# matmul_job_controller

Fig. 1: matmul_job_controller, cells by drive strength
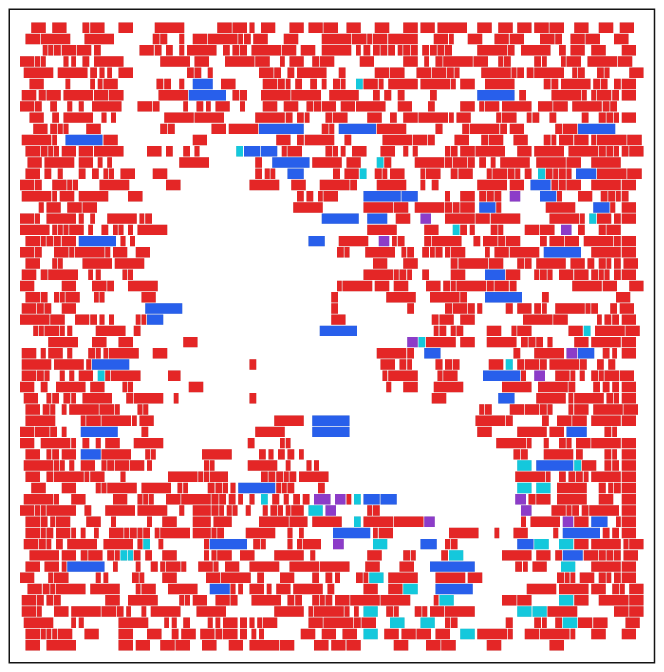

**src/rtl/matmul_job_controller.sv**
```systemverilog
// Job sequencer for the N x N systolic multiplier: accept, clear, run, capture, present.
// Defining MATMUL_CTRL_PERF_EN adds the jobs_done / busy_cycles counters.
module matmul_job_controller #(
    parameter int N         = 2,
    parameter int OP_WIDTH  = 8,
    parameter int ACC_WIDTH = 32
) (
    input  logic                          clk,
    input  logic                          reset,
    input  logic                          job_valid,
    output logic                          job_ready,
    input  logic [N*N*OP_WIDTH-1:0]       job_a,
    input  logic [N*N*OP_WIDTH-1:0]       job_b,
    input  logic                          abort,
    output logic                          arr_reset,
    output logic [N*N*OP_WIDTH-1:0]       arr_a,
    output logic [N*N*OP_WIDTH-1:0]       arr_b,
    input  logic [N*N*ACC_WIDTH-1:0]      arr_c,
    output logic                          res_valid,
    input  logic                          res_ready,
    output logic [N*N*ACC_WIDTH-1:0]      res_c
`ifdef MATMUL_CTRL_PERF_EN
    ,
    output logic [31:0]                   jobs_done,
    output logic [31:0]                   busy_cycles
`endif
);

    localparam int         RUN_CYCLES = 3*N + 1;
    localparam logic [7:0] LAST_CNT   = 8'(RUN_CYCLES - 1);

    typedef enum logic [1:0] {S_IDLE, S_CLEAR, S_RUN, S_RESULT} state_t;

    state_t                     r_state;
    state_t                     w_next;
    logic [7:0]                 r_cnt;
    logic                       r_abort_flush;
    logic [N*N*OP_WIDTH-1:0]    r_a;
    logic [N*N*OP_WIDTH-1:0]    r_b;
    logic [N*N*ACC_WIDTH-1:0]   r_c;
    logic                       w_clear;
    logic                       w_accept;
    logic                       w_abort_run;
    logic                       w_capture;
    logic                       w_res_hs;

    assign w_accept    = job_valid && job_ready;
    assign w_abort_run = abort && (r_state == S_CLEAR || r_state == S_RUN);
    assign w_capture   = (r_state == S_RUN) && (r_cnt == LAST_CNT) && !abort;
    assign w_res_hs    = res_valid && res_ready;

    always_ff @(posedge clk) begin
        if (reset) r_state <= S_IDLE;
        else       r_state <= w_next;
    end

    always_comb begin
        w_next = r_state;
        case (r_state)
            S_IDLE:   if (job_valid) w_next = S_CLEAR;
            S_CLEAR:  w_next = abort ? S_IDLE : S_RUN;
            S_RUN: begin
                if (abort)                 w_next = S_IDLE;
                else if (r_cnt == LAST_CNT) w_next = S_RESULT;
            end
            S_RESULT: if (res_ready) w_next = S_IDLE;
            default:  w_next = S_IDLE;
        endcase
    end

    always_comb begin
        job_ready = 1'b0;
        res_valid = 1'b0;
        w_clear   = 1'b0;
        case (r_state)
            S_IDLE:   job_ready = 1'b1;
            S_CLEAR:  w_clear   = 1'b1;
            S_RESULT: res_valid = 1'b1;
            default:  ;
        endcase
    end

    // An aborted job leaves partial sums in the array, so flush it once more from IDLE.
    assign arr_reset = reset | w_clear | r_abort_flush;
    assign arr_a     = r_a;
    assign arr_b     = r_b;
    assign res_c     = r_c;

    always_ff @(posedge clk) begin
        if (reset) begin
            r_cnt         <= '0;
            r_abort_flush <= 1'b0;
            r_a           <= '0;
            r_b           <= '0;
            r_c           <= '0;
        end else begin
            r_abort_flush <= w_abort_run;
            if (r_state == S_RUN) r_cnt <= r_cnt + 8'd1;
            else                  r_cnt <= '0;
            if (w_accept) begin
                r_a <= job_a;
                r_b <= job_b;
            end
            if (w_capture) r_c <= arr_c;
        end
    end

`ifdef MATMUL_CTRL_PERF_EN
    logic [31:0] r_jobs_done;
    logic [31:0] r_busy_cycles;

    always_ff @(posedge clk) begin
        if (reset) begin
            r_jobs_done   <= '0;
            r_busy_cycles <= '0;
        end else begin
            if (w_res_hs)          r_jobs_done   <= r_jobs_done + 32'd1;
            if (r_state != S_IDLE) r_busy_cycles <= r_busy_cycles + 32'd1;
        end
    end

    assign jobs_done   = r_jobs_done;
    assign busy_cycles = r_busy_cycles;
`endif

endmodule

```
**config.mk**
```make
export PLATFORM = sky130hd
export DESIGN_NAME = matmul_job_controller
export DESIGN_NICKNAME = d
export VERILOG_FILES = /design/src/rtl/matmul_job_controller.sv
export SDC_FILE = /design/constraint.sdc
export NUM_CORES = 1
export LEC_CHECK = 0
export ABC_AREA = 1
export CAP_MARGIN = 20
export CORE_AREA = 2 2 154 156
export DETAILED_ROUTE_END_ITERATION = 10
export DIE_AREA = 0 0 156 158
export GPL_TIMING_DRIVEN = 0
export PLACE_DENSITY = 0.69
export SLEW_MARGIN = 10
export SYNTH_ARGS = -nofsm -noshare
export SYNTH_HDL_FRONTEND = slang
export SYNTH_SLANG_ARGS = --single-unit
```
**constraint.sdc**
```tcl
create_clock -name clk -period 3.9 [get_ports clk]
set_clock_uncertainty 0.2 [all_clocks]
set_input_delay 0.78 -clock clk [delete_from_list [all_inputs] [get_ports clk]]
set_output_delay 0.78 -clock clk [all_outputs]
set_load 0.05 [all_outputs]
```
# audio_synth

## config.mk

```make
export PLATFORM = sky130hd
export DESIGN_NAME = audio_synth
export DESIGN_NICKNAME = d
export VERILOG_FILES = /design/src/rtl/audio_pkg.sv /design/src/rtl/audio_channel.sv /design/src/rtl/audio_synth.sv
export SDC_FILE = /design/constraint.sdc
export NUM_CORES = 1
export LEC_CHECK = 0
export CAP_MARGIN = 20
export CORE_ASPECT_RATIO = 1.2
export CORE_MARGIN = 4
export CORE_UTILIZATION = 57
export CTS_CLUSTER_SIZE = 14
export DETAILED_ROUTE_END_ITERATION = 12
export GPL_TIMING_DRIVEN = 0
export PLACE_DENSITY_LB_ADDON = 0.12
export SYNTH_ARGS = -nofsm -noshare
export SYNTH_HDL_FRONTEND = slang
export SYNTH_SLANG_ARGS = --single-unit
```

## constraint.sdc

```tcl
create_clock -name clk -period 4.3 [get_ports clk]
set_clock_uncertainty 0.15 [all_clocks]
set_input_delay 0.86 -clock clk [delete_from_list [all_inputs] [get_ports clk]]
set_output_delay 0.86 -clock clk [all_outputs]
set_load 0.005 [all_outputs]
```

## src/rtl/audio_pkg.sv

```systemverilog
// ---------------------------------------------------------------------------
// audio_pkg
//
// Shared definitions for the audio synthesiser: waveform mode encodings,
// per-channel register offsets, CTRL register bit positions and the noise
// LFSR seed/taps together with its step function.
//
// Ports: none (package).
// ---------------------------------------------------------------------------
package audio_pkg;

    // Waveform selected by CTRL bits 2:1.
    typedef enum logic [1:0] {
        MODE_SQUARE = 2'd0,
        MODE_SAW    = 2'd1,
        MODE_TRI    = 2'd2,
        MODE_NOISE  = 2'd3
    } wave_mode_e;

    // Register selected by waddr[1:0] inside a channel.
    typedef enum logic [1:0] {
        REG_PERIOD   = 2'd0,
        REG_VOLUME   = 2'd1,
        REG_CTRL     = 2'd2,
        REG_RESERVED = 2'd3
    } reg_sel_e;

    // CTRL register layout.
    localparam int CTRL_ENABLE_BIT    = 0;
    localparam int CTRL_MODE_LSB      = 1;
    localparam int CTRL_MODE_MSB      = 2;
    localparam int CTRL_PHASE_RST_BIT = 3;

    // Noise generator: 15-bit right-shifting LFSR, feedback into the MSB.
    localparam int                    LFSR_WIDTH = 15;
    localparam logic [LFSR_WIDTH-1:0] LFSR_SEED  = 15'h7FFF;
    localparam int                    LFSR_TAP_A = 0;
    localparam int                    LFSR_TAP_B = 1;

    function automatic logic [LFSR_WIDTH-1:0] lfsr_step(input logic [LFSR_WIDTH-1:0] state);
        return {state[LFSR_TAP_A] ^ state[LFSR_TAP_B], state[LFSR_WIDTH-1:1]};
    endfunction

endpackage

```

## src/rtl/audio_channel.sv

```systemverilog
// ---------------------------------------------------------------------------
// audio_channel
//
// One synthesiser voice: PERIOD/VOLUME/CTRL registers, period counter,
// waveform state (square level, saw/triangle phase, noise LFSR), waveform
// selection, volume scaling and the stage-1 sample register.
//
// Ports:
//   clk          in   clock
//   rst          in   synchronous active-high reset
//   period_we_i  in   write strobe for this channel's PERIOD register
//   volume_we_i  in   write strobe for this channel's VOLUME register
//   ctrl_we_i    in   write strobe for this channel's CTRL register
//   wdata_i      in   write data (shared by all channels)
//   sample_o     out  registered, volume-scaled sample (stage 1)
// ---------------------------------------------------------------------------
module audio_channel
    import audio_pkg::*;
#(
    parameter int PERIOD_WIDTH = 16,
    parameter int SAMPLE_WIDTH = 8,
    parameter int VOL_WIDTH    = 4
) (
    input  logic                    clk,
    input  logic                    rst,
    input  logic                    period_we_i,
    input  logic                    volume_we_i,
    input  logic                    ctrl_we_i,
    input  logic [31:0]             wdata_i,
    output logic [SAMPLE_WIDTH-1:0] sample_o
);

    localparam int PROD_WIDTH = SAMPLE_WIDTH + VOL_WIDTH;

    // Programmable registers.
    logic [PERIOD_WIDTH-1:0] period_q, period_d;
    logic [VOL_WIDTH-1:0]    volume_q, volume_d;
    logic                    enable_q, enable_d;
    wave_mode_e              mode_q, mode_d;

    // Oscillator state.
    logic [PERIOD_WIDTH-1:0] counter_q, counter_d;
    logic [SAMPLE_WIDTH-1:0] phase_q, phase_d;
    logic                    level_q, level_d;
    logic [LFSR_WIDTH-1:0]   lfsr_q, lfsr_d;

    // Stage-1 pipeline register.
    logic [SAMPLE_WIDTH-1:0] sample_q, sample_d;

    logic                    active;
    logic                    phase_rst;
    logic                    tick;
    logic [SAMPLE_WIDTH-1:0] tri_fold;
    logic [SAMPLE_WIDTH-1:0] raw;
    logic [PROD_WIDTH-1:0]   product;
    logic                    unused_bits;

    // Upper write-data bits and the fractional product bits are deliberately dropped.
    assign unused_bits = ^{wdata_i, product[VOL_WIDTH-1:0], tri_fold[SAMPLE_WIDTH-1]};

    // -----------------------------------------------------------------------
    // Register file and oscillator next-state
    // -----------------------------------------------------------------------
    // NOTE: every signal assigned in an always_comb gets a default at the top
    // of the block; a path that leaves one unassigned would infer a latch.
    always_comb begin
        period_d  = period_q;
        volume_d  = volume_q;
        enable_d  = enable_q;
        mode_d    = mode_q;
        counter_d = counter_q;
        phase_d   = phase_q;
        level_d   = level_q;
        lfsr_d    = lfsr_q;

        phase_rst = ctrl_we_i && wdata_i[CTRL_PHASE_RST_BIT];
        active    = enable_q && (period_q != '0);

        // A PERIOD write or a phase reset on the same edge swallows the tick.
        tick = active && (counter_q == period_q - PERIOD_WIDTH'(1))
               && !period_we_i && !phase_rst;

        if (period_we_i) begin
            period_d = wdata_i[PERIOD_WIDTH-1:0];
        end
        if (volume_we_i) begin
            volume_d = wdata_i[VOL_WIDTH-1:0];
        end
        if (ctrl_we_i) begin
            enable_d = wdata_i[CTRL_ENABLE_BIT];
            mode_d   = wave_mode_e'(wdata_i[CTRL_MODE_MSB:CTRL_MODE_LSB]);
        end

        // Counter: cleared by PERIOD write or phase reset, wraps on tick,
        // otherwise counts only while the channel is active.
        if (period_we_i || phase_rst || tick) begin
            counter_d = '0;
        end else if (active) begin
            counter_d = counter_q + PERIOD_WIDTH'(1);
        end

        // Waveform state advances on tick, using the mode in force this cycle.
        if (phase_rst) begin
            phase_d = '0;
            level_d = 1'b0;
            lfsr_d  = LFSR_SEED;
        end else if (tick) begin
            case (mode_q)
                MODE_SQUARE: level_d = ~level_q;
                MODE_SAW,
                MODE_TRI:    phase_d = phase_q + SAMPLE_WIDTH'(1);
                MODE_NOISE:  lfsr_d  = lfsr_step(lfsr_q);
                default:     level_d = level_q;
            endcase
        end
    end

    // -----------------------------------------------------------------------
    // Waveform selection and volume scaling
    // -----------------------------------------------------------------------
    always_comb begin
        // Fold the upper half of the phase back down, then double it so the
        // triangle spans the full sample range.
        tri_fold = phase_q[SAMPLE_WIDTH-1] ? ~phase_q : phase_q;

        case (mode_q)
            MODE_SQUARE: raw = level_q ? '1 : '0;
            MODE_SAW:    raw = phase_q;
            MODE_TRI:    raw = {tri_fold[SAMPLE_WIDTH-2:0], 1'b0};
            MODE_NOISE:  raw = {SAMPLE_WIDTH{lfsr_q[0]}};
            default:     raw = '0;
        endcase

        // Full-width product; VOLUME < 2^VOL_WIDTH so the shifted result
        // always fits in SAMPLE_WIDTH bits.
        product  = {{VOL_WIDTH{1'b0}}, raw} * {{SAMPLE_WIDTH{1'b0}}, volume_q};
        sample_d = active ? product[PROD_WIDTH-1:VOL_WIDTH] : '0;
    end

    // -----------------------------------------------------------------------
    // State registers
    // -----------------------------------------------------------------------
    // NOTE: sequential state uses non-blocking assignments so every register
    // samples the pre-edge values, independent of statement order.
    always_ff @(posedge clk) begin
        if (rst) begin
            period_q  <= '0;
            volume_q  <= '0;
            enable_q  <= 1'b0;
            mode_q    <= MODE_SQUARE;
            counter_q <= '0;
            phase_q   <= '0;
            level_q   <= 1'b0;
            lfsr_q    <= LFSR_SEED;
            sample_q  <= '0;
        end else begin
            period_q  <= period_d;
            volume_q  <= volume_d;
            enable_q  <= enable_d;
            mode_q    <= mode_d;
            counter_q <= counter_d;
            phase_q   <= phase_d;
            level_q   <= level_d;
            lfsr_q    <= lfsr_d;
            sample_q  <= sample_d;
        end
    end

    assign sample_o = sample_q;

endmodule

```

## src/rtl/audio_synth.sv

```systemverilog
// ---------------------------------------------------------------------------
// audio_synth
//
// Multi-voice synthesiser top level. Decodes the register write port into
// per-channel strobes, instantiates CHANNELS voices and sums their stage-1
// samples into the registered stage-2 output.
//
// Ports:
//   clk      in   clock
//   rst      in   synchronous active-high reset
//   wenable  in   register write strobe
//   waddr    in   {channel, reg} write address
//   wdata    in   32-bit write data
//   out      out  mixed unsigned sample, wide enough that the sum never wraps
// ---------------------------------------------------------------------------
module audio_synth
    import audio_pkg::*;
#(
    parameter int CHANNELS     = 4,
    parameter int PERIOD_WIDTH = 16,
    parameter int SAMPLE_WIDTH = 8,
    parameter int VOL_WIDTH    = 4
) (
    input  logic                                     clk,
    input  logic                                     rst,
    input  logic                                     wenable,
    input  logic [$clog2(CHANNELS)+1:0]              waddr,
    input  logic [31:0]                              wdata,
    output logic [SAMPLE_WIDTH+$clog2(CHANNELS)-1:0] out
);

    localparam int CH_BITS   = $clog2(CHANNELS);
    localparam int CH_IDX_W  = (CH_BITS > 0) ? CH_BITS : 1;
    localparam int OUT_WIDTH = SAMPLE_WIDTH + CH_BITS;

    logic [CH_IDX_W-1:0]     ch_sel;
    reg_sel_e                reg_sel;
    logic [CHANNELS-1:0]     period_we;
    logic [CHANNELS-1:0]     volume_we;
    logic [CHANNELS-1:0]     ctrl_we;
    logic [SAMPLE_WIDTH-1:0] samples [CHANNELS];
    logic [OUT_WIDTH-1:0]    out_q, out_d;

    // -----------------------------------------------------------------------
    // Address decode
    // -----------------------------------------------------------------------
    // A single-channel build has no channel field in the address.
    generate
        if (CH_BITS > 0) begin : g_ch_field
            assign ch_sel = waddr[CH_BITS+1:2];
        end else begin : g_no_ch_field
            assign ch_sel = '0;
        end
    endgenerate

    assign reg_sel = reg_sel_e'(waddr[1:0]);

    // Reserved offset falls through to no strobe at all.
    always_comb begin
        period_we = '0;
        volume_we = '0;
        ctrl_we   = '0;
        for (int i = 0; i < CHANNELS; i++) begin
            if (wenable && (ch_sel == CH_IDX_W'(i))) begin
                case (reg_sel)
                    REG_PERIOD: period_we[i] = 1'b1;
                    REG_VOLUME: volume_we[i] = 1'b1;
                    REG_CTRL:   ctrl_we[i]   = 1'b1;
                    default:    ;
                endcase
            end
        end
    end

    // -----------------------------------------------------------------------
    // Voices
    // -----------------------------------------------------------------------
    generate
        for (genvar g = 0; g < CHANNELS; g++) begin : g_channel
            audio_channel #(
                .PERIOD_WIDTH(PERIOD_WIDTH),
                .SAMPLE_WIDTH(SAMPLE_WIDTH),
                .VOL_WIDTH   (VOL_WIDTH)
            ) u_channel (
                .clk        (clk),
                .rst        (rst),
                .period_we_i(period_we[g]),
                .volume_we_i(volume_we[g]),
                .ctrl_we_i  (ctrl_we[g]),
                .wdata_i    (wdata),
                .sample_o   (samples[g])
            );
        end
    endgenerate

    // -----------------------------------------------------------------------
    // Stage 2: mixer
    // -----------------------------------------------------------------------
    // Each term is zero-extended to the output width, which holds
    // CHANNELS * (2^SAMPLE_WIDTH - 1) without wrapping.
    always_comb begin
        out_d = '0;
        for (int i = 0; i < CHANNELS; i++) begin
            out_d = out_d + OUT_WIDTH'(samples[i]);
        end
    end

    always_ff @(posedge clk) begin
        if (rst) begin
            out_q <= '0;
        end else begin
            out_q <= out_d;
        end
    end

    assign out = out_q;

endmodule

```

# uart_csr_arbiter_flat

<file path="config.mk">
export PLATFORM = sky130hd
export DESIGN_NAME = uart_csr_arbiter_flat
export DESIGN_NICKNAME = d
export VERILOG_FILES = /design/src/rtl/uart_csr_arbiter_if.sv /design/src/rtl/uart_csr_arbiter.sv /design/src/flat_wrapper.sv
export SDC_FILE = /design/constraint.sdc
export NUM_CORES = 1
export LEC_CHECK = 0
export CAP_MARGIN = 10
export CORE_ASPECT_RATIO = 0.8
export CORE_MARGIN = 8
export CORE_UTILIZATION = 37
export DETAILED_ROUTE_END_ITERATION = 10
export PLACE_DENSITY = 0.81
export SLEW_MARGIN = 20
export SYNTH_ARGS = -nofsm -noshare
export SYNTH_HDL_FRONTEND = slang
export SYNTH_SLANG_ARGS = --single-unit
export TNS_END_PERCENT = 1
</file>
<file path="constraint.sdc">
create_clock -name clk -period 1.9 [get_ports clk]
set_input_delay 0.19 -clock clk [delete_from_list [all_inputs] [get_ports clk]]
set_output_delay 0.19 -clock clk [all_outputs]
set_load 0.02 [all_outputs]
</file>
<file path="src/rtl/uart_csr_arbiter_if.sv">
// Request/response channel between the CSR bus masters and the UART CSR arbiter.
// Per-requester fields are packed; requester i owns slice i of each vector.
interface uart_csr_arbiter_if #(
    parameter int unsigned N_REQ      = 2,
    parameter int unsigned ADDR_WIDTH = 3,
    parameter int unsigned DATA_WIDTH = 32
);
    logic [N_REQ-1:0]            req_valid;
    logic [N_REQ-1:0]            req_we;
    logic [N_REQ*ADDR_WIDTH-1:0] req_addr;
    logic [N_REQ*DATA_WIDTH-1:0] req_wdata;
    logic [N_REQ-1:0]            req_ready;
    logic [N_REQ-1:0]            rsp_valid;
    logic [DATA_WIDTH-1:0]       rsp_rdata;

    modport master (
        output req_valid, req_we, req_addr, req_wdata,
        input  req_ready, rsp_valid, rsp_rdata
    );

    modport slave (
        input  req_valid, req_we, req_addr, req_wdata,
        output req_ready, rsp_valid, rsp_rdata
    );
endinterface

</file>
<file path="src/rtl/uart_csr_arbiter.sv">
// Round-robin arbiter sharing the UART CSR port among N_REQ masters; one access per
// 3-cycle transaction so read-to-clear side effects fire exactly once.
module uart_csr_arbiter #(
    parameter int unsigned N_REQ      = 2,
    parameter int unsigned ADDR_WIDTH = 3,
    parameter int unsigned DATA_WIDTH = 32
) (
    input  logic                     clk,
    input  logic                     rst,
    uart_csr_arbiter_if.slave        bus,
    output logic                     csr_wen,
    output logic [ADDR_WIDTH-1:0]    csr_wr_addr,
    output logic [DATA_WIDTH-1:0]    csr_wr_data,
    output logic                     csr_ren,
    output logic [ADDR_WIDTH-1:0]    csr_rd_addr,
    input  logic [DATA_WIDTH-1:0]    csr_rd_data,
    output logic                     busy,
    output logic [$clog2(N_REQ)-1:0] owner
);
    localparam int unsigned IdxW = $clog2(N_REQ);

    typedef enum logic [1:0] {StIdle, StCmd, StResp} state_e;

    state_e                state_q;
    logic [IdxW-1:0]       ptr_q;
    logic [IdxW-1:0]       owner_q;
    logic                  cmd_we_q;
    logic                  csr_wen_q;
    logic                  csr_ren_q;
    logic [ADDR_WIDTH-1:0] csr_wr_addr_q;
    logic [DATA_WIDTH-1:0] csr_wr_data_q;
    logic [ADDR_WIDTH-1:0] csr_rd_addr_q;

    logic                  grant_found;
    logic [IdxW-1:0]       grant_idx;
    logic [IdxW-1:0]       scan_idx;
    int unsigned           scan;

    // First valid requester scanning ptr, ptr+1, ... with wrap.
    always_comb begin
        grant_found = 1'b0;
        grant_idx   = '0;
        scan        = 0;
        scan_idx    = '0;
        for (int unsigned i = 0; i < N_REQ; i++) begin
            scan = 32'(ptr_q) + i;
            if (scan >= N_REQ) begin
                scan = scan - N_REQ;
            end
            scan_idx = IdxW'(scan);
            if (!grant_found && bus.req_valid[scan_idx]) begin
                grant_found = 1'b1;
                grant_idx   = scan_idx;
            end
        end
    end

    assign bus.req_ready = (state_q == StIdle && grant_found && !rst) ?
                           (N_REQ'(1) << grant_idx) : '0;
    // Gating with rst keeps an aborted transaction from ever completing.
    assign bus.rsp_valid = (state_q == StResp && !rst) ? (N_REQ'(1) << owner_q) : '0;
    assign bus.rsp_rdata = (state_q == StResp && !rst && !cmd_we_q) ? csr_rd_data : '0;

    always_ff @(posedge clk) begin
        if (rst) begin
            state_q       <= StIdle;
            ptr_q         <= '0;
            owner_q       <= '0;
            cmd_we_q      <= 1'b0;
            csr_wen_q     <= 1'b0;
            csr_ren_q     <= 1'b0;
            csr_wr_addr_q <= '0;
            csr_wr_data_q <= '0;
            csr_rd_addr_q <= '0;
        end else begin
            csr_wen_q <= 1'b0;
            csr_ren_q <= 1'b0;
            unique case (state_q)
                StIdle: begin
                    if (grant_found) begin
                        owner_q  <= grant_idx;
                        cmd_we_q <= bus.req_we[grant_idx];
                        if (bus.req_we[grant_idx]) begin
                            csr_wen_q     <= 1'b1;
                            csr_wr_addr_q <= bus.req_addr[grant_idx*ADDR_WIDTH +: ADDR_WIDTH];
                            csr_wr_data_q <= bus.req_wdata[grant_idx*DATA_WIDTH +: DATA_WIDTH];
                        end else begin
                            csr_ren_q     <= 1'b1;
                            csr_rd_addr_q <= bus.req_addr[grant_idx*ADDR_WIDTH +: ADDR_WIDTH];
                        end
                        state_q <= StCmd;
                    end
                end
                StCmd: state_q <= StResp;
                StResp: begin
                    ptr_q   <= (owner_q == IdxW'(N_REQ - 1)) ? '0 : owner_q + 1'b1;
                    state_q <= StIdle;
                end
                default: state_q <= StIdle;
            endcase
        end
    end

    assign csr_wen     = csr_wen_q;
    assign csr_ren     = csr_ren_q;
    assign csr_wr_addr = csr_wr_addr_q;
    assign csr_wr_data = csr_wr_data_q;
    assign csr_rd_addr = csr_rd_addr_q;
    assign busy        = (state_q != StIdle);
    assign owner       = owner_q;
endmodule

</file>
<file path="src/flat_wrapper.sv">
// flat-port wrapper written by rule: the top's interface ports become plain ports
module uart_csr_arbiter_flat 
#(
    parameter int unsigned N_REQ      = 2,
    parameter int unsigned ADDR_WIDTH = 3,
    parameter int unsigned DATA_WIDTH = 32
)
  (clk, rst, csr_wen, csr_wr_addr, csr_wr_data, csr_ren, csr_rd_addr, csr_rd_data, busy, owner, bus_req_valid, bus_req_we, bus_req_addr, bus_req_wdata, bus_req_ready, bus_rsp_valid, bus_rsp_rdata);
  uart_csr_arbiter_if #(.N_REQ(N_REQ), .ADDR_WIDTH(ADDR_WIDTH), .DATA_WIDTH(DATA_WIDTH)) bus_i ();
  input  logic clk;
  input  logic rst;
  output logic csr_wen;
  output logic [ADDR_WIDTH-1:0] csr_wr_addr;
  output logic [DATA_WIDTH-1:0] csr_wr_data;
  output logic csr_ren;
  output logic [ADDR_WIDTH-1:0] csr_rd_addr;
  input  logic [DATA_WIDTH-1:0] csr_rd_data;
  output logic busy;
  output logic [$clog2(N_REQ)-1:0] owner;
  input wire logic [$bits(bus_i.req_valid)-1:0] bus_req_valid;
  input wire logic [$bits(bus_i.req_we)-1:0] bus_req_we;
  input wire logic [$bits(bus_i.req_addr)-1:0] bus_req_addr;
  input wire logic [$bits(bus_i.req_wdata)-1:0] bus_req_wdata;
  output wire logic [$bits(bus_i.req_ready)-1:0] bus_req_ready;
  output wire logic [$bits(bus_i.rsp_valid)-1:0] bus_rsp_valid;
  output wire logic [$bits(bus_i.rsp_rdata)-1:0] bus_rsp_rdata;
  assign bus_i.req_valid = bus_req_valid;
  assign bus_i.req_we = bus_req_we;
  assign bus_i.req_addr = bus_req_addr;
  assign bus_i.req_wdata = bus_req_wdata;
  assign bus_req_ready = bus_i.req_ready;
  assign bus_rsp_valid = bus_i.rsp_valid;
  assign bus_rsp_rdata = bus_i.rsp_rdata;
  uart_csr_arbiter #(.N_REQ(N_REQ), .ADDR_WIDTH(ADDR_WIDTH), .DATA_WIDTH(DATA_WIDTH)) u_core (.clk(clk), .rst(rst), .bus(bus_i), .csr_wen(csr_wen), .csr_wr_addr(csr_wr_addr), .csr_wr_data(csr_wr_data), .csr_ren(csr_ren), .csr_rd_addr(csr_rd_addr), .csr_rd_data(csr_rd_data), .busy(busy), .owner(owner));
endmodule
</file>
# pipe_skid_reg

==> config.mk <==
export PLATFORM = sky130hd
export DESIGN_NAME = pipe_skid_reg
export DESIGN_NICKNAME = d
export VERILOG_FILES = /design/src/rtl/pipe_skid_reg.sv
export SDC_FILE = /design/constraint.sdc
export NUM_CORES = 1
export LEC_CHECK = 0
export CORE_ASPECT_RATIO = 1.25
export CORE_MARGIN = 1.5
export CORE_UTILIZATION = 45
export CTS_BUF_LIST = sky130_fd_sc_hd__clkbuf_4 sky130_fd_sc_hd__clkbuf_8
export CTS_CLUSTER_DIAMETER = 120
export CTS_CLUSTER_SIZE = 8
export DETAILED_ROUTE_END_ITERATION = 10
export GPL_ROUTABILITY_DRIVEN = 0
export PLACE_DENSITY = 0.69
export SYNTH_ARGS = -nofsm -noshare
export SYNTH_HDL_FRONTEND = slang
export SYNTH_SLANG_ARGS = --single-unit
==> constraint.sdc <==
create_clock -name clk -period 4.1 [get_ports clk]
set_input_delay 0.41 -clock clk [delete_from_list [all_inputs] [get_ports clk]]
set_output_delay 0.41 -clock clk [all_outputs]
set_load 0.05 [all_outputs]
==> src/rtl/pipe_skid_reg.sv <==
// Valid/ready pipeline stage register with a 2-entry skid buffer, flush and backpressure.
// Optional performance counters are enabled by defining PIPE_SKID_REG_PERF_EN.
module pipe_skid_reg #(
    parameter int                    DATA_WIDTH = 32,
    parameter logic [DATA_WIDTH-1:0] RESET_VAL  = '0
) (
    input  logic                  clk,
    input  logic                  rst,
    input  logic                  i_flush,
    input  logic                  i_valid,
    output logic                  o_ready,
    input  logic [DATA_WIDTH-1:0] i_data,
    output logic                  o_valid,
    input  logic                  i_ready,
    output logic [DATA_WIDTH-1:0] o_data
`ifdef PIPE_SKID_REG_PERF_EN
    ,
    output logic [15:0]           o_stall_cnt,
    output logic [15:0]           o_bubble_cnt
`endif
);

    typedef enum logic [1:0] {
        EMPTY = 2'd0,
        FULL  = 2'd1,
        SKID  = 2'd2
    } state_t;

    state_t                state;
    state_t                state_nxt;
    logic [DATA_WIDTH-1:0] main_q;
    logic [DATA_WIDTH-1:0] skid_q;
    logic                  up_xfer;
    logic                  dn_xfer;

    assign up_xfer = i_valid && o_ready;
    assign dn_xfer = o_valid && i_ready;
    assign o_data  = main_q;

    // NOTE: sequential state uses non-blocking assignments so every flop samples pre-edge values.
    always_ff @(posedge clk or posedge rst) begin
        if (rst) begin
            state <= EMPTY;
        end else begin
            state <= state_nxt;
        end
    end

    // NOTE: next-state defaults to the current state first, so no path can infer a latch.
    always_comb begin
        state_nxt = state;
        if (i_flush) begin
            state_nxt = EMPTY;
        end else begin
            case (state)
                EMPTY: if (up_xfer) state_nxt = FULL;
                FULL: begin
                    if (dn_xfer && !up_xfer)      state_nxt = EMPTY;
                    else if (up_xfer && !dn_xfer) state_nxt = SKID;
                end
                SKID:    if (dn_xfer) state_nxt = FULL;
                default: state_nxt = EMPTY;
            endcase
        end
    end

    // Handshake outputs decode from the registered state only, keeping o_ready off the i_ready path.
    always_comb begin
        o_valid = 1'b0;
        o_ready = 1'b1;
        case (state)
            EMPTY: begin
                o_valid = 1'b0;
                o_ready = 1'b1;
            end
            FULL: begin
                o_valid = 1'b1;
                o_ready = 1'b1;
            end
            SKID: begin
                o_valid = 1'b1;
                o_ready = 1'b0;
            end
            default: begin
                o_valid = 1'b0;
                o_ready = 1'b1;
            end
        endcase
    end

    // NOTE: both payload entries are reset because RESET_VAL is architecturally visible on o_data.
    always_ff @(posedge clk or posedge rst) begin
        if (rst) begin
            main_q <= RESET_VAL;
            skid_q <= RESET_VAL;
        end else if (i_flush) begin
            main_q <= RESET_VAL;
            skid_q <= RESET_VAL;
        end else begin
            case (state)
                EMPTY: if (up_xfer) main_q <= i_data;
                FULL: begin
                    if (up_xfer && dn_xfer) main_q <= i_data;
                    else if (up_xfer)       skid_q <= i_data;
                end
                SKID:    if (dn_xfer) main_q <= skid_q;
                default: ;
            endcase
        end
    end

`ifdef PIPE_SKID_REG_PERF_EN
    // Saturating counters; flush leaves them alone so they span squashes.
    always_ff @(posedge clk or posedge rst) begin
        if (rst) begin
            o_stall_cnt  <= '0;
            o_bubble_cnt <= '0;
        end else begin
            if (o_valid && !i_ready && (o_stall_cnt != 16'hFFFF)) begin
                o_stall_cnt <= o_stall_cnt + 16'd1;
            end
            if (!o_valid && (o_bubble_cnt != 16'hFFFF)) begin
                o_bubble_cnt <= o_bubble_cnt + 16'd1;
            end
        end
    end
`endif

endmodule


==> screenshots <==
Cell classes on the final placement.
panel A
Scale bar: 50 um.
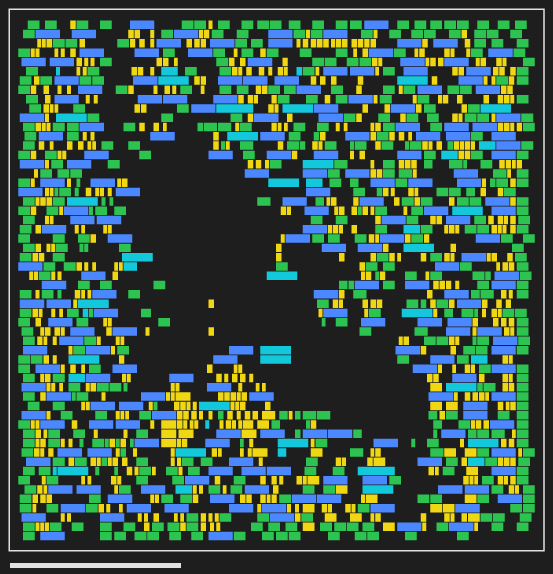
panel B
Scale bar: 50 um.
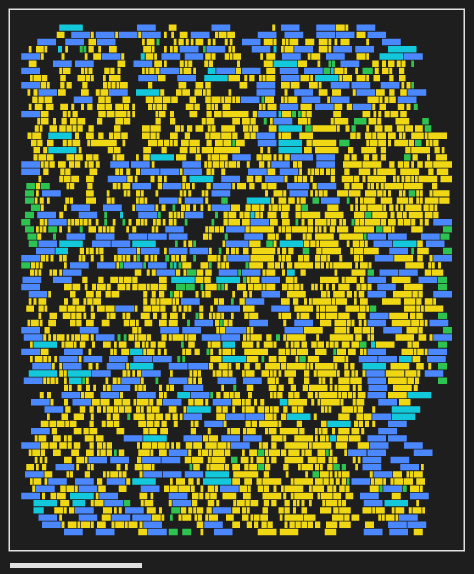
panel C
Scale bar: 20 um.
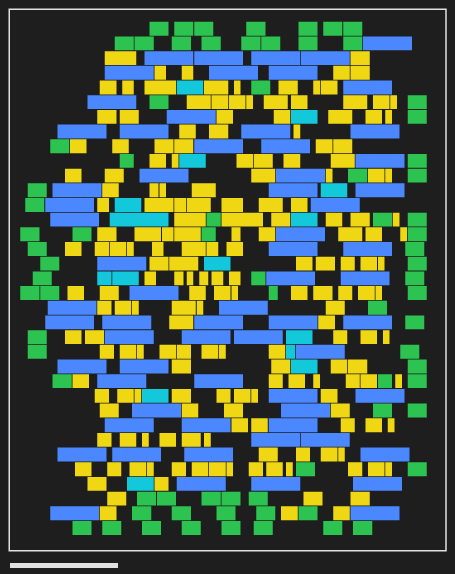
panel D
Scale bar: 20 um.
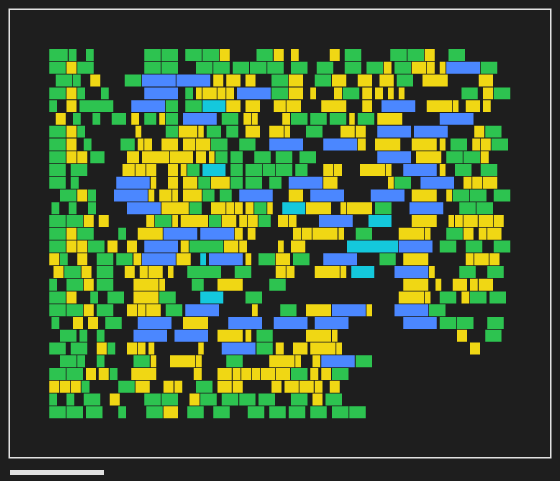
- most cells: panel B
- largest die: panel B
- panel B = audio_synth
- panel A = matmul_job_controller
- panel C = pipe_skid_reg
- panel D = uart_csr_arbiter_flat

Fig. 2: pipe_skid_reg, cells by drive strength
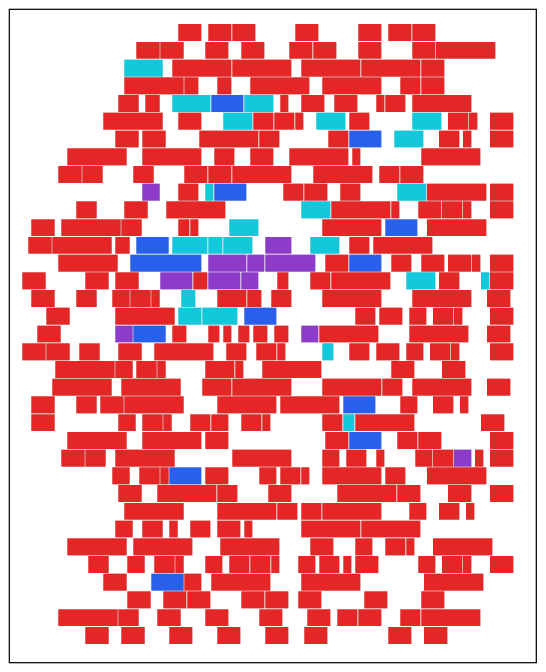
red -> drive 1 or less  # cells 299, share 87%
cyan -> drive 2  # cells 22, share 6.4%
purple -> drive 3 to 4  # cells 11, share 3.2%
blue -> drive 6 and up  # cells 13, share 3.8%
area grow syn2layout: 26.28%
post-route cell area: 0.004280 mm^2
Buffers excl. clock: 75
final worst slack: 1556 ps

==> run notes, pipe_skid_reg <==
run metrics: clock latency on the worst-skew pair=~340 ps, yosys cell count=~280, Total Power=between 2000 and 3000 uW, CTS Buffer Depth=2, worst reg2reg startpoint=state[0]$_DFFE_PP0P_, DRT Pass-1 Iters=4, Setup crit end=o_data[14]$_DFFE_PP0P_, FP Util=0.4607, Top-area cell share=0.4873, Data buffer area share=0.1713, worst hold margin=slightly above 500 ps, die height=100.0 um, Dominant comb cell=AND-OR/OR-AND gates, met2 Use GR=0.3219, critical path depth=6, comb pwr=1470 uW, TritonCTS Buffers=9, post-route ant nets=0, Mux cell area share=0.09450, critical path buffer and inverter count=1, R2R setup slack=1560 ps, Layout Cells excl Fill=approximately 440, Syn Area/Cell=11.98 um^2, outcome=completed, final period utilization=0.6205, Root Driver=clkbuf_8, slew margin rel.=0.2613, Post-synth top cells=66 x dfrtp_1, 33 x a22o_1, 33 x inv_1, 32 x mux2i_1, 28 x a211o_1, critical path's slowest cell=o21ai_4, Required @ worst endpoint=4270 ps, Critical Setup Path Class=flip-flop to flip-flop, Placed Cells=422, hold_buf cts=0, initial antenna violation count=0, # rows=35, Hold Path Sink=skid_q[5]$_DFFE_PP0P_, fmax=between 300 and 400 MHz, share of cells above drive strength 1=0.1333, Hold Fails Final Rpt=0, M3 GR Usage=0.05091, Clk pin slew, worst setup/hold paths=approximately 70 ps, setup_tns=0 ps, grt total ovfl=0, Yosys top cell by instances=dfrtp_1, RSZ-0062 raised after global routing=false, Seq share, synth=0.4873, post-layout net count=approximately 380, Vias/cell=between 5 and 6, AND-OR/OR-AND share of the synthesized area=0.2765, Max-Cap Viols=0, mi-comb count=155, Largest cell class=registers, Cell Area, Synth=between 0.003 and 0.004 mm^2, CP arrival=2720 ps, post-place instance area=between 0.004 and 0.005 mm^2, Slew Viols, Final=0, Hold Path Cell Cnt=1, largest net degree at the start of global routing=~67
[pipe_skid_reg: layout by cell type (no fill, tap or decap), types with 9 or more instances in the layout]
cell,instances
o31ai_1,19
a22o_1,33
o31ai_2,9
clkbuf_8,12
clkdlybuf4s50_1,69
a211o_1,28
dfrtp_1,66
mux2i_1,32
inv_1,32
[pipe_skid_reg: sequential cells by signal (all words and copies together), names as in the netlist]
signal,cells
o_data,32
state,2
skid_q,32
Fig. 3: audio_synth, the clock network
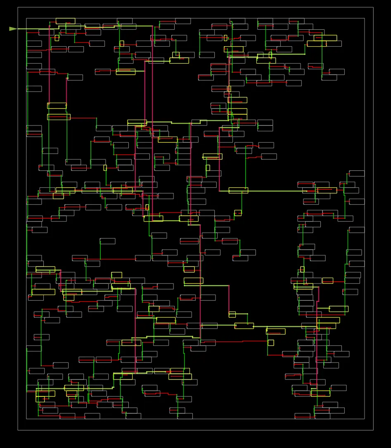
sequential cell count: 294
clock latency on the worst-skew pair: 530 ps
TritonCTS Buffers: 34

Fig. 4: audio_synth, met1 routing
Supply wires on this layer in grey.
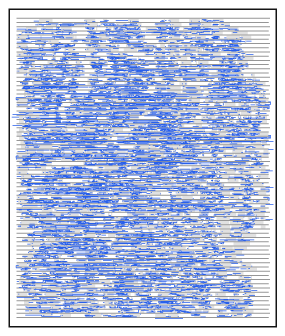
main direction = horizontal
share of all routed wire = 46%
wire length on this layer = 19400 um
detailed-route via count: 15160
Routed WL: 42610 um
met1 Use GR: 0.3259

==> run notes, audio_synth <==
run metrics: outcome=complete, but fails checks, failing checks=negative setup slack, setup_tns=-144.3 ps, Main area contributors=dfxtp_1 32%, ha_1 6.7%, fa_1 6.6%, post-layout net count=about 2500, top routing layer used=met5, most numerous logic cell after layout=nand2_1, ys flops=between 200 and 300, Slew Viols, Final=0, Register Area=between 0.005 and 0.006 mm^2, Post-route DRC=0, Largest regs=g_channel.u_channel.counter_q: 64 flops, g_channel.u_channel.period_q: 64 flops, g_channel.u_channel.lfsr_q: 60 flops, met2 WL=between 20000 and 25000 um, VDD IR max=roughly 0.47 mV, Seq share, synth=0.3230, synthesis area per yosys=0.01822 mm^2, Hold Path Cell Cnt=2, Distinct lib cells used=around 73, post-route ant nets=0, largest net degree at the start of global routing=15, port bufs=28, asr flop ratio synth=0, Post-synth top cells=305 x nand2_1, 294 x dfxtp_1, 242 x nor2_1, 138 x a21oi_1, 118 x inv_1, CP arrival=4590 ps, hold_buf cts=0, worst r2r dst=g_channel[3].u_channel.sample_o[6]$_SDFF_PP0_, final worst slack=-75.92 ps, Dominant comb cell=simple AND/OR/NAND/NOR gates, global placement routability congestion=0.9230, die width=approximately 170 um, antenna cells=1, gr busiest metal=met2, Post-CTS Resized=24, Fillers=~2700, Setup crit end=g_channel[3].u_channel.sample_o[6]$_SDFF_PP0_, Tool Warnings=around 60, FF-to-FF path depth=18, cell taking the most area after synthesis=dfxtp_1, R2R setup slack=-80 ps, Max-Cap Viols=0, DR iter-0 viols=a little over 900, Hold Fails Final Rpt=0, H-Tree Depth=2, vias in the first global route=14660, sequential share of cell area=0.2835, Total Power=6151 uW, Total GRT Usage=0.2445, crit end category=flip-flop, Commonest flop=dfxtp_1, wire per inst=15.76 um, Clk pin slew, worst setup/hold paths=60 ps, Root Driver=clkbuf_16, die area=~0.035 mm^2, yosys cell count=between 2000 and 2500, Layout Cells excl Fill=2703, Core Footprint=about 0.031 mm^2, inverter count=approximately 120, Logic area=approximately 0.012 mm^2, Top cells excl fill/tap=305 x nand2_1, 286 x dfxtp_1, 235 x nor2_1, number of buffers added for setup after CTS=9, Leakage=approximately 0.0085 uW, Comb/total area=0.5748, Final Setup Violations=2, Post-DP HPWL=around 32000 um
==> audio_synth: critical path, cell delays in order, from the launching register on <==
cell and delay, ps:
dfxtp_4 370, ha_2 210, a21o_4 230, a221o_1 290, nor2b_4 140, and2_4 140
fa_1 490, inv_2 40, fa_1 470, inv_1 40, ha_2 170, or3_4 360
a31o_4 220, a31o_4 220, or2_4 240, a21oi_4 120, buf_4 130, xnor2_2 110
nor2_2 80
==> audio_synth: power by group <==
part	leakage [uW]	internal, uW	total [uW]	switching [uW]
clock	0.000593	1920	3090	1160
sequential	0.00238	2730	2750	17.1
combinational	0.00554	111	317	206
total	0.00851	4770	6150	1380
Fig. 5: uart_csr_arbiter_flat, met1 routing
Supply wires on this layer in grey.
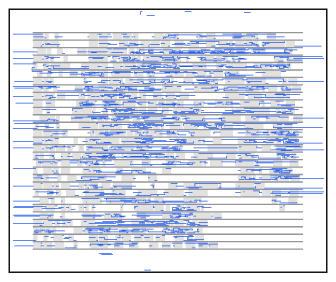
wire length on this layer = 4040 um
share of all routed wire = 37%
met1 Use GR: 0.2005
Routed WL: 10970 um

==> run notes, uart_csr_arbiter_flat <==
run metrics: port bufs=about 190, Comb power frac=0.374, Register Area=around 900 um^2, yosys adder share=0, cell count after synthesis=between 300 and 400, Distinct lib cells used=33, TritonCTS Buffers=5, Vias/cell=a little over 5, Slew Viols, Final=0, Comb/total area=0.3465, YS warnings=0, FF-to-FF path depth=6, I/O pin cnt=between 150 and 200, # clk buffers=7, M3 GR Usage=0.08987, CP arrival=approximately 1600 ps, Critical Setup Path Class=flip-flop to primary output, largest net degree at the start of global routing=33, seq pwr=approximately 1100 uW, Power Internal=2037 uW, FP Util=0.3745, Commonest flop=dfxtp_1, Layout Utilization=0.6310, post-place setup slack=-143.9 ps, DR iter-0 viols=177, synthesis area per yosys=a little under 0.003 mm^2, CTS tree=built, outcome=completed, CP Launch Point=u_core.state_q[0]$_SDFFE_PP0P_, met2 WL=about 5400 um, Clk pin slew, worst setup/hold paths=roughly 90 ps, yosys simple share=0.3068, worst hold margin=about 250 ps, Syn Area/Cell=between 8 and 9 um^2, fmax=around 550 MHz, H-Tree Depth=2, Dominant comb cell=simple AND/OR/NAND/NOR gates, Setup crit end=bus_rsp_rdata[3], Total GRT Usage=0.1990, Logic area=0.001698 mm^2, sw frac=0.3077, PwrDens=between 600 and 700 mW/mm^2, Leakage=0.001815 uW, xor+xnor area frac=0, Cell Area, Synth=0.002908 mm^2, clk sink count=45
## uart_csr_arbiter_flat: sequential cells by signal, indices dropped and copies added (netlist names)
name                count
u_core.cmd_we_q         1
u_core.csr_rd_addr      3
u_core.csr_ren          1
u_core.csr_wen          1
u_core.csr_wr_addr      3
u_core.csr_wr_data     32
u_core.owner            1
u_core.ptr_q            1
u_core.state_q          2
## uart_csr_arbiter_flat: worst max-delay path, stage by stage (launching register included)
cell and delay, ps:
dfxtp_1 320, nand2b_1 190, nor3_4 190, buf_12 180
and2_1 170, clkdlybuf4s15_2 270
Fig. 6: matmul_job_controller, the clock network
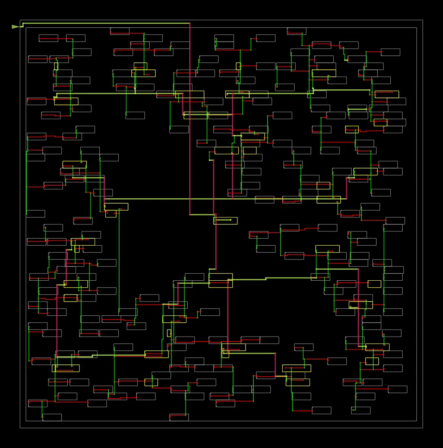
sequential cell count: 203
clock latency on the worst-skew pair: 510 ps
clock group total power: 2370 uW

## Picture notes: Fig. 1
blue -> drive 6 and up  # cells 53, share 3.9%
purple -> drive 3 to 4  # cells 15, share 1.1%
red -> drive 1 or less  # cells 1253, share 92%
cyan -> drive 2  # cells 39, share 2.9%
area grow syn2layout: 67.75%
final worst slack: 306.8 ps
post-route cell area: 0.01270 mm^2
Buffers excl. clock: 467

==> run notes, matmul_job_controller <==
run metrics: outcome=completed, RSZ-0062 raised after global routing=false, Post-synth top cells=203 x dfxtp_1, 142 x nor2_1, 139 x nand2_1, 134 x a21oi_1, 111 x nand3_1, slew margin rel.=0.5495, CTS Buffer Depth=3, worst hold margin=258.7 ps, Tool Warnings=31, cell count after synthesis=roughly 930, worst reg2reg startpoint=r_state[0]$_SDFFE_PP0P_, FP Util=0.3285, Yosys top cell by instances=dfxtp_1, Clk pin slew, worst setup/hold paths=around 60 ps, Final Setup Violations=0, Commonest flop=dfxtp_1, yosys simple share=0.2439, Power Internal=approximately 4200 uW, Total Power=between 6000 and 7000 uW, Data buffer area share=0.3453, Layout Cells excl Fill=approximately 1700, Hold Path Cell Cnt=2, gr busiest metal=met2, EDFF count, synth=0, Post-CTS Resized=1
[matmul_job_controller: layout by cell type (no fill, tap or decap)]
cell / instances
a21oi_1: 134
buf_2: 15
buf_4: 13
buf_6: 16
bufinv_16: 2
clkbuf_1: 35
clkbuf_16: 25
clkbuf_8: 9
clkdlybuf4s50_1: 390
clkinv_2: 2
clkinvlp_4: 1
dfxtp_1: 203
diode_2: 2
dlygate4sd2_1: 1
ha_1: 7
inv_1: 14
inv_2: 1
inv_8: 1
nand2_1: 139
nand3_1: 111
nand3_2: 21
nor2_1: 142
nor2_4: 1
nor3_1: 3
o21ai_0: 69
o21ai_1: 4
xnor2_1: 1


==> gallery <==
Clock network drawn from the DEF.
image #1
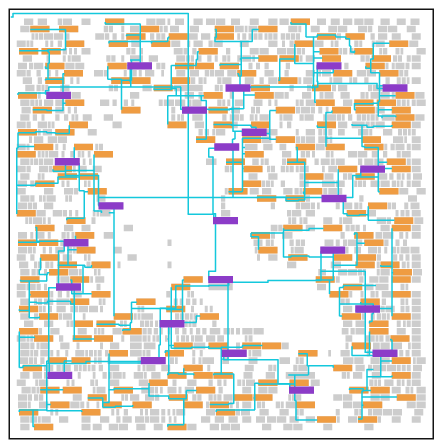
image #2
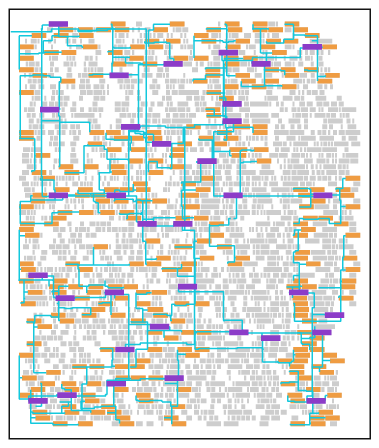
image #3
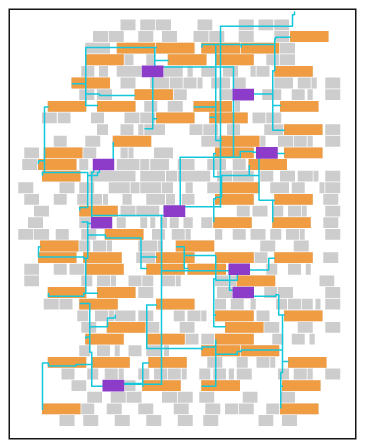
image #4
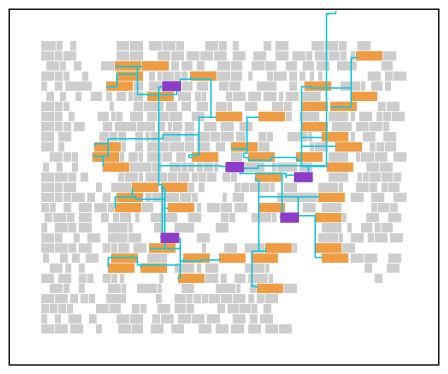
image #2: audio_synth
image #4: uart_csr_arbiter_flat
image #3: pipe_skid_reg
image #1: matmul_job_controller

Key to image #1:
purple -> cells driving clock nets  # count 24
cyan -> clock wires  # length 2910 um
orange -> flip-flops  # count 203
routed clock nets = 25
flops lie = all over the die

Power figures rest on the tool's default switching activity, not on a simulated workload.
